# design 1

===== src/rtl/alu_cmd_ctrl.sv =====
// Command-side ALU controller: assembles A/B/FUN from RX bytes, runs one ALU op, streams the result to TX LSB first.
// Optional FUN validation is compiled in with `define ALU_CMD_CHECK_EN.
module alu_cmd_ctrl #(
   parameter int OP_WIDTH = 8,
   parameter int TIMEOUT  = 4
) (
   input  logic                    CLK,
   input  logic                    RST,
   input  logic [7:0]              RX_P_DATA,
   input  logic                    RX_D_VLD,
   output logic [OP_WIDTH-1:0]     ALU_A,
   output logic [OP_WIDTH-1:0]     ALU_B,
   output logic [3:0]              ALU_FUN,
   output logic                    ALU_EN,
   input  logic [2*OP_WIDTH-1:0]   ALU_OUT,
   input  logic                    ALU_OUT_VLD,
   output logic [7:0]              TX_P_DATA,
   output logic                    TX_VALID,
   input  logic                    TX_READY,
   output logic                    BUSY,
   output logic                    DROP_ERR,
   output logic                    TIMEOUT_ERR
);

   localparam int NB = OP_WIDTH / 8;
   localparam int RB = 2 * NB;
   localparam int RW = 2 * OP_WIDTH;
   localparam logic [1:0] LAST_OP  = 2'(NB - 1);
   localparam logic [1:0] LAST_RES = 2'(RB - 1);

   typedef enum logic [2:0] {
      S_IDLE,
      S_GET_B,
      S_GET_FUN,
      S_ALU_REQ,
      S_ALU_WAIT,
      S_SEND
   } state_t;

   state_t              r_state;
   logic [1:0]          r_cnt;
   logic [3:0]          r_wait;
   logic [OP_WIDTH-1:0] r_a;
   logic [OP_WIDTH-1:0] r_b;
   logic [3:0]          r_fun;
   logic                r_en;
   logic [RW-1:0]       r_result;
   logic [7:0]          r_tx_data;
   logic                r_tx_valid;
   logic                r_drop;
   logic                r_tmo;

   logic [OP_WIDTH-1:0] w_a_next;
   logic [OP_WIDTH-1:0] w_b_next;
   logic [1:0]          w_cnt_inc;
   logic [7:0]          w_next_byte;
   logic                w_fun_bad;
   logic                w_wait_expired;

   // Byte-lane insertion of the incoming RX byte at the current counter position.
   for (genvar gi = 0; gi < NB; gi++) begin : g_op_lane
      assign w_a_next[gi*8 +: 8] = (r_cnt == 2'(gi)) ? RX_P_DATA : r_a[gi*8 +: 8];
      assign w_b_next[gi*8 +: 8] = (r_cnt == 2'(gi)) ? RX_P_DATA : r_b[gi*8 +: 8];
   end

   assign w_cnt_inc = 2'(r_cnt + 2'd1);

   always_comb begin
      w_next_byte = '0;
      for (int i = 0; i < RB; i++) begin
         if (w_cnt_inc == 2'(i)) begin
            w_next_byte = r_result[i*8 +: 8];
         end
      end
   end

`ifdef ALU_CMD_CHECK_EN
   assign w_fun_bad = (RX_P_DATA[7:4] != 4'h0) || (RX_P_DATA[3:0] == 4'hF);
`else
   assign w_fun_bad = 1'b0;
`endif

   // r_wait counts ALU_WAIT cycles from 0; the first wait cycle is already one cycle after ALU_EN.
   assign w_wait_expired = ({1'b0, r_wait} + 5'd2) >= 5'(TIMEOUT);

   always_ff @(posedge CLK or posedge RST) begin
      if (RST) begin
         r_state    <= S_IDLE;
         r_cnt      <= '0;
         r_wait     <= '0;
         r_a        <= '0;
         r_b        <= '0;
         r_fun      <= '0;
         r_en       <= 1'b0;
         r_result   <= '0;
         r_tx_data  <= '0;
         r_tx_valid <= 1'b0;
         r_drop     <= 1'b0;
         r_tmo      <= 1'b0;
      end else begin
         r_en   <= 1'b0;
         r_drop <= 1'b0;
         r_tmo  <= 1'b0;
         case (r_state)
            S_IDLE: begin
               if (RX_D_VLD) begin
                  r_a <= w_a_next;
                  if (r_cnt == LAST_OP) begin
                     r_cnt   <= '0;
                     r_state <= S_GET_B;
                  end else begin
                     r_cnt <= w_cnt_inc;
                  end
               end
            end
            S_GET_B: begin
               if (RX_D_VLD) begin
                  r_b <= w_b_next;
                  if (r_cnt == LAST_OP) begin
                     r_cnt   <= '0;
                     r_state <= S_GET_FUN;
                  end else begin
                     r_cnt <= w_cnt_inc;
                  end
               end
            end
            S_GET_FUN: begin
               if (RX_D_VLD) begin
                  if (w_fun_bad) begin
                     r_result   <= {RB{8'hEE}};
                     r_tx_data  <= 8'hEE;
                     r_tx_valid <= 1'b1;
                     r_cnt      <= '0;
                     r_state    <= S_SEND;
                  end else begin
                     r_fun   <= RX_P_DATA[3:0];
                     r_en    <= 1'b1;
                     r_state <= S_ALU_REQ;
                  end
               end
            end
            S_ALU_REQ: begin
               r_drop  <= RX_D_VLD;
               r_wait  <= '0;
               r_state <= S_ALU_WAIT;
            end
            S_ALU_WAIT: begin
               r_drop <= RX_D_VLD;
               if (ALU_OUT_VLD) begin
                  r_result   <= ALU_OUT;
                  r_tx_data  <= ALU_OUT[7:0];
                  r_tx_valid <= 1'b1;
                  r_cnt      <= '0;
                  r_state    <= S_SEND;
               end else if (w_wait_expired) begin
                  r_result   <= '1;
                  r_tx_data  <= 8'hFF;
                  r_tx_valid <= 1'b1;
                  r_tmo      <= 1'b1;
                  r_cnt      <= '0;
                  r_state    <= S_SEND;
               end else begin
                  r_wait <= 4'(r_wait + 4'd1);
               end
            end
            S_SEND: begin
               r_drop <= RX_D_VLD;
               if (TX_READY) begin
                  if (r_cnt == LAST_RES) begin
                     r_tx_valid <= 1'b0;
                     r_tx_data  <= '0;
                     r_cnt      <= '0;
                     r_state    <= S_IDLE;
                  end else begin
                     r_cnt     <= w_cnt_inc;
                     r_tx_data <= w_next_byte;
                  end
               end
            end
            default: begin
               r_state <= S_IDLE;
               r_cnt   <= '0;
            end
         endcase
      end
   end

   assign ALU_A       = r_a;
   assign ALU_B       = r_b;
   assign ALU_FUN     = r_fun;
   assign ALU_EN      = r_en;
   assign TX_P_DATA   = r_tx_data;
   assign TX_VALID    = r_tx_valid;
   assign DROP_ERR    = r_drop;
   assign TIMEOUT_ERR = r_tmo;
   assign BUSY        = (r_state != S_IDLE) || (r_cnt != 2'd0);

endmodule


===== config.mk =====
export PLATFORM = sky130hd
export DESIGN_NAME = alu_cmd_ctrl
export DESIGN_NICKNAME = d
export VERILOG_FILES = /design/src/rtl/alu_cmd_ctrl.sv
export SDC_FILE = /design/constraint.sdc
export NUM_CORES = 1
export LEC_CHECK = 0
export CAP_MARGIN = 20
export CORE_AREA = 2 2 74 76
export DETAILED_ROUTE_END_ITERATION = 8
export DIE_AREA = 0 0 76 78
export DONT_BUFFER_PORTS = 1
export HOLD_SLACK_MARGIN = 0.03
export PLACE_DENSITY = 0.68
export SLEW_MARGIN = 5
export SYNTH_ARGS = -nofsm -noshare
export SYNTH_HDL_FRONTEND = slang
export SYNTH_SLANG_ARGS = --single-unit

===== constraint.sdc =====
create_clock -name CLK -period 2.78 [get_ports CLK]
set_input_delay 0.556 -clock CLK [delete_from_list [all_inputs] [get_ports CLK]]
set_output_delay 0.556 -clock CLK [all_outputs]
set_load 0.02 [all_outputs]

### Signal wires by layer, design 1

Scale bar: 20 µm.
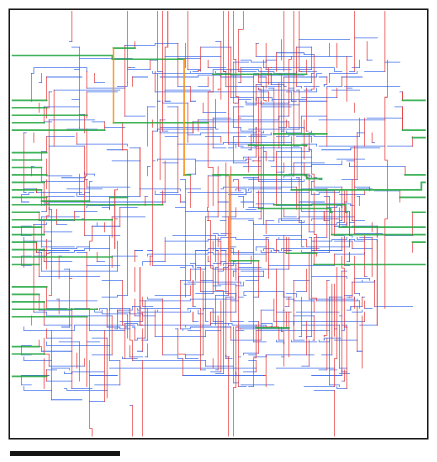
| color | layer | wire length |
|---|---|---|
| red | met2 | 2430 µm |
| blue | met1 | 2360 µm |
| orange | met4 | 50.3 µm |
| green | met3 | 517 µm |

### Cells colored by class, design 1

Scale bar: 20 µm. Fill, decap, tap and diode cells in gray.
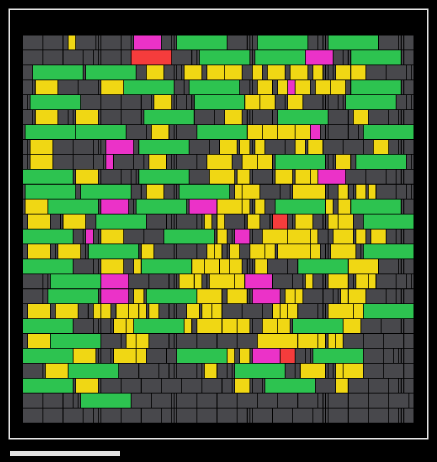
| color | class | cells | share of their area |
|---|---|---|---|
| green | flip-flops | 57 | 50% |
| red | other buffers and delay cells | 3 | 1.2% |
| magenta | clock drivers and dummy loads | 16 | 6.2% |
| yellow | all other logic | 159 | 42% |

==> GITHUB_STEP_SUMMARY <==
## Synthesis and layout report

| Metric | Value |
|---|---|
| Die X | 76 µm |
| Pins over their slew limit | 0 |
| Period minus WS final | 2.11 ns |
| Num CTS Buffers | 9 |
| Final setup skew | 0.00726 ns |
| Ys flop type | dfrtp_1 |
| Initial antenna violation count | 0 |
| Syn avg cell area | 11.8 µm² |
| Combinational power | 1.14 mW |
| DPL Wire Length | 3780 µm |
| Yosys simple share | 11.0% |
| Fmax | 473 MHz |
| WP buf/inv | 1 |
| Most frequent cells in the layout | dfrtp_1 (57), mux2_2 (20), o22a_1 (16) |
| Power Clock | 687 µW |
| Drt wl/cell | 17.6 µm |
| Flops | 57 |
| I/O Pins | 62 |
| Status | finished clean |
| Reg-to-reg endpoint | r_state[0]$_DFFE_PP0P_ |
| H-tree levels | 3 |
-- through the flow --
stage | instance area [µm²] | setup WS [ns] | utilization [%] | total power [mW] | cells
after detailed placement | 2750 | 0.738 | 54.5 | 2.93 | 289
final | 2930 | 0.666 | 58.0 | 3.59 | 305
after global routing | 2930 | 0.535 | 58.0 | 3.85 | 305
after global placement | 2750 | 0.824 | 54.5 | 2.88 | 289
after floorplan | 2700 | 0.824 | - | 2.70 | 228
after CTS | 2930 | 0.655 | 58.0 | 3.62 | 305

# design 2

[src/rtl/accel_pkg.sv]
// accel_pkg: opcodes, instruction fields, packet types and loader states
package accel_pkg;
   localparam logic [5:0] OP_NOP    = 6'd0;
   localparam logic [5:0] OP_MATMUL = 6'd1;
   localparam logic [5:0] OP_VADD   = 6'd2;
   localparam logic [5:0] OP_MOVE   = 6'd3;
   localparam logic [5:0] OP_RELU   = 6'd4;
   localparam logic [5:0] OP_HALT   = 6'd10;
   localparam int OPC_HI = 23, OPC_LO = 18;
   localparam int OP1_HI = 17, OP1_LO = 13;
   localparam int OP2_HI = 12, OP2_LO = 8;
   localparam int OP3_HI = 7,  OP3_LO = 3;
   localparam int OP4_HI = 2,  OP4_LO = 0;
   typedef enum logic [1:0] {PKT_INSTR = 2'd0, PKT_DATA = 2'd1, PKT_RUN = 2'd2, PKT_RSVD = 2'd3} pkt_t;
   typedef enum logic [2:0] {S_IDLE, S_PAYLOAD, S_COMMIT, S_RUN, S_WAIT_DONE} loader_state_t;
   // An instruction is legal when its opcode is known and the top byte is clear
   function automatic logic op_ok(input logic [31:0] w);
      logic [5:0] op;
      op = w[OPC_HI:OPC_LO];
      return w[31:24] == 8'd0 && (op == OP_NOP || op == OP_MATMUL || op == OP_VADD ||
                                  op == OP_MOVE || op == OP_RELU || op == OP_HALT);
   endfunction
endpackage

[src/rtl/prog_loader_assembler.sv]
// prog_loader_assembler: little-endian byte-lane assembly of payload words
module prog_loader_assembler (
   input  logic        clk,
   input  logic        rst,
   input  logic        clr,
   input  logic        shift,
   input  logic [1:0]  len,
   input  logic [7:0]  data,
   output logic [31:0] word_nxt,
   output logic        last
);
   logic [31:0] word;
   logic [1:0]  cnt;
   assign last = shift && cnt == len;
   // Word as it will look once the incoming byte lands in its lane
   always_comb begin
      word_nxt = word;
      word_nxt[{cnt, 3'b000} +: 8] = data;
   end
   // Lane counter and shift register, cleared at each new header
   always_ff @(posedge clk or posedge rst)
      if (rst) begin
         word <= '0;
         cnt  <= '0;
      end else if (clr) begin
         word <= '0;
         cnt  <= '0;
      end else if (shift) begin
         word <= word_nxt;
         cnt  <= cnt + 2'd1;
      end
endmodule

[src/rtl/prog_loader.sv]
// prog_loader: packet parser writing accelerator imem/dmem and launching runs; LOADER_OPCODE_CHECK_EN enables instruction legality checking
module prog_loader import accel_pkg::*; #(
   parameter int NUM_SIZE         = 16,
   parameter int NUM_INSTRUCTIONS = 16,
   parameter int WORDS_IN_MEMORY  = 32
) (
   input  logic                                  clk,
   input  logic                                  rst,
   input  logic                                  in_valid,
   output logic                                  in_ready,
   input  logic [7:0]                            in_data,
   output logic                                  imem_we,
   output logic [$clog2(NUM_INSTRUCTIONS)-1:0]   imem_addr,
   output logic [31:0]                           imem_wdata,
   output logic                                  dmem_we,
   output logic [$clog2(WORDS_IN_MEMORY)-1:0]    dmem_addr,
   output logic [NUM_SIZE-1:0]                   dmem_wdata,
   output logic                                  start,
   input  logic                                  accel_done,
   output logic                                  busy,
   output logic                                  err,
   output logic [$clog2(NUM_INSTRUCTIONS):0]     instr_count
);
   localparam int IAW = $clog2(NUM_INSTRUCTIONS);
   localparam int DAW = $clog2(WORDS_IN_MEMORY);
   localparam int AW  = IAW > DAW ? IAW : DAW;
   localparam int CW  = IAW + 1;
   loader_state_t state;
   pkt_t          typ;
   logic [AW-1:0] addr;
   logic          drop;
   logic          xfer, in_range, last, valid_op;
   logic [31:0]   word_nxt;
   assign xfer     = in_valid && in_ready;
   assign in_range = in_data[6] ? 32'(in_data[5:0]) < WORDS_IN_MEMORY
                                : 32'(in_data[5:0]) < NUM_INSTRUCTIONS;
`ifdef LOADER_OPCODE_CHECK_EN
   assign valid_op = op_ok(word_nxt);
`else
   assign valid_op = 1'b1;
`endif
   prog_loader_assembler u_asm (
      .clk      (clk),
      .rst      (rst),
      .clr      (xfer && state == S_IDLE),
      .shift    (xfer && state == S_PAYLOAD),
      .len      (typ == PKT_DATA ? 2'd1 : 2'd3),
      .data     (in_data),
      .word_nxt (word_nxt),
      .last     (last)
   );
   // Packet FSM; every output is registered and set on the transition into its state
   always_ff @(posedge clk or posedge rst)
      if (rst) begin
         state       <= S_IDLE;
         typ         <= PKT_INSTR;
         addr        <= '0;
         drop        <= 1'b0;
         in_ready    <= 1'b1;
         busy        <= 1'b0;
         imem_we     <= 1'b0;
         imem_addr   <= '0;
         imem_wdata  <= '0;
         dmem_we     <= 1'b0;
         dmem_addr   <= '0;
         dmem_wdata  <= '0;
         start       <= 1'b0;
         err         <= 1'b0;
         instr_count <= '0;
      end else begin
         imem_we <= 1'b0;
         dmem_we <= 1'b0;
         start   <= 1'b0;
         case (state)
            S_IDLE: if (xfer) begin
               typ  <= pkt_t'(in_data[7:6]);
               addr <= AW'(in_data[5:0]);
               case (pkt_t'(in_data[7:6]))
                  PKT_INSTR, PKT_DATA: begin
                     state <= S_PAYLOAD;
                     busy  <= 1'b1;
                     drop  <= !in_range;
                     if (!in_range) err <= 1'b1;
                  end
                  PKT_RUN: begin
                     state    <= S_RUN;
                     busy     <= 1'b1;
                     in_ready <= 1'b0;
                     start    <= 1'b1;
                  end
                  default: err <= 1'b1;
               endcase
            end
            S_PAYLOAD: if (last) begin
               if (drop) begin
                  state <= S_IDLE;
                  busy  <= 1'b0;
               end else begin
                  state    <= S_COMMIT;
                  in_ready <= 1'b0;
                  if (typ == PKT_DATA) begin
                     dmem_we    <= 1'b1;
                     dmem_addr  <= addr[DAW-1:0];
                     dmem_wdata <= NUM_SIZE'(word_nxt[15:0]);
                  end else if (valid_op) begin
                     imem_we    <= 1'b1;
                     imem_addr  <= addr[IAW-1:0];
                     imem_wdata <= word_nxt;
                     if (instr_count != CW'(NUM_INSTRUCTIONS)) instr_count <= instr_count + 1'b1;
                  end else err <= 1'b1;
               end
            end
            S_COMMIT: begin
               state    <= S_IDLE;
               in_ready <= 1'b1;
               busy     <= 1'b0;
            end
            S_RUN: state <= S_WAIT_DONE;
            S_WAIT_DONE: if (accel_done) begin
               state    <= S_IDLE;
               in_ready <= 1'b1;
               busy     <= 1'b0;
            end
            default: begin
               state    <= S_IDLE;
               in_ready <= 1'b1;
               busy     <= 1'b0;
            end
         endcase
      end
endmodule

[config.mk]
export PLATFORM = sky130hd
export DESIGN_NAME = prog_loader
export DESIGN_NICKNAME = d
export VERILOG_FILES = /design/src/rtl/accel_pkg.sv /design/src/rtl/prog_loader_assembler.sv /design/src/rtl/prog_loader.sv
export SDC_FILE = /design/constraint.sdc
export NUM_CORES = 1
export LEC_CHECK = 0
export CORE_MARGIN = 4
export CORE_UTILIZATION = 48
export DETAILED_ROUTE_END_ITERATION = 6
export PLACE_DENSITY = 0.81
export SYNTH_ARGS = -nofsm -noshare
export SYNTH_HDL_FRONTEND = slang
export SYNTH_SLANG_ARGS = --single-unit
export TNS_END_PERCENT = 5
[constraint.sdc]
create_clock -name clk -period 4.2 [get_ports clk]
set_input_delay 1.26 -clock clk [delete_from_list [all_inputs] [get_ports clk]]
set_output_delay 1.26 -clock clk [all_outputs]
set_load 0.1 [all_outputs]
==> GITHUB_STEP_SUMMARY <==
## Synthesis and layout report

| Metric | Value |
|---|---|
| Post-Syn Area | 4800 µm² |
| Element type at the critical path end | output port |
| Post-CTS Hold Fix Bufs | 0 |
| Worst hold slack | 0.475 ns |
| Gate Area | 1800 µm² |
| Compound Share, Synth | 17.3% |
| RSZ-0062 raised after global routing | false |
| Comb_multi_in | 280 |
| DPL Wire Length | 7380 µm |
| Clock Pin Slew Worst Setup and Hold Paths | 0.05 ns |
| Flops after synth | 113 |
| Reg2Reg Depth | 6 |
| Adders+Majority by Area | 1.82% |
| CP required | 2.94 ns |
| Clk Latency, worst-skew pair | 0.51 ns |
| Largest net degree at the start of global routing | 47 |
| Hold WC Path Type | flip-flop to flip-flop |
| Status | finished clean |
| Vias/cell | 5.51 |
[sequential cells by signal (all words and copies together), names as in the netlist]
signal / flops
u_asm.word: 32
u_asm.cnt: 2
dmem_wdata: 16
imem_wdata: 32
imem_we: 1
err: 1
start: 1
in_ready: 1
instr_count: 5
typ: 2
addr: 5
dmem_addr: 5
imem_addr: 4
drop: 1
state: 3
dmem_we: 1
busy: 1
[metal layers]
metal	up-vias	global-route usage, %	routed length (µm)
met3	27	5.49	736
met4	0	9.83	314
li1	1674	-	-
met2	133	32.8	5360
met1	1763	27.6	4760
met5	-	0	0
### Signal wires on met4, design 2

Scale bar: 20 µm.
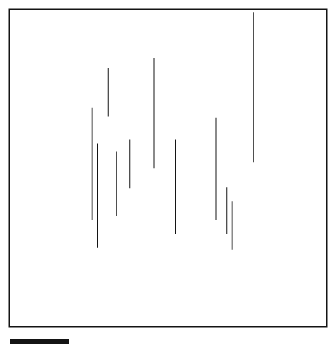
main direction: vertical
wire length on this layer: 315 µm
nets with wire on the layer: 7

### Logic cells by family, design 2

Scale bar: 20 µm.
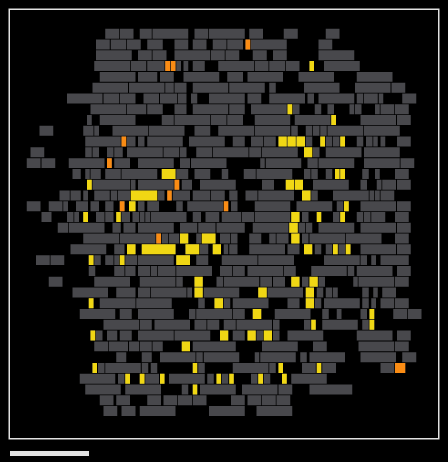
| color | family | cells |
|---|---|---|
| orange | inverters | 11 |
| yellow | NOR gates | 68 |



==> layout pictures side by side <==
Placed standard cells.
panel A
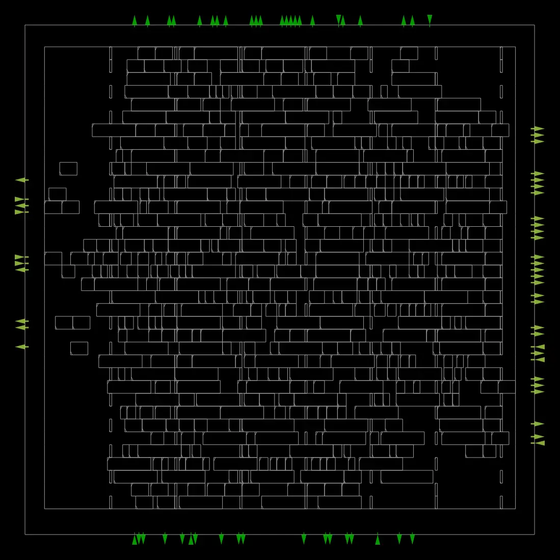
panel B
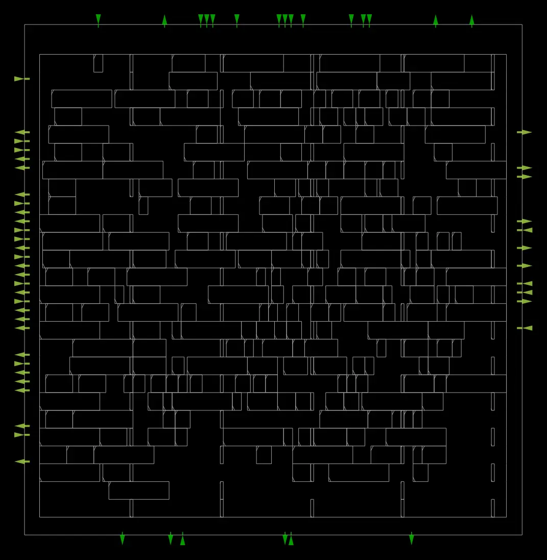
panel A -> design 2
panel B -> design 1

Power and IR drop assume default switching activity.
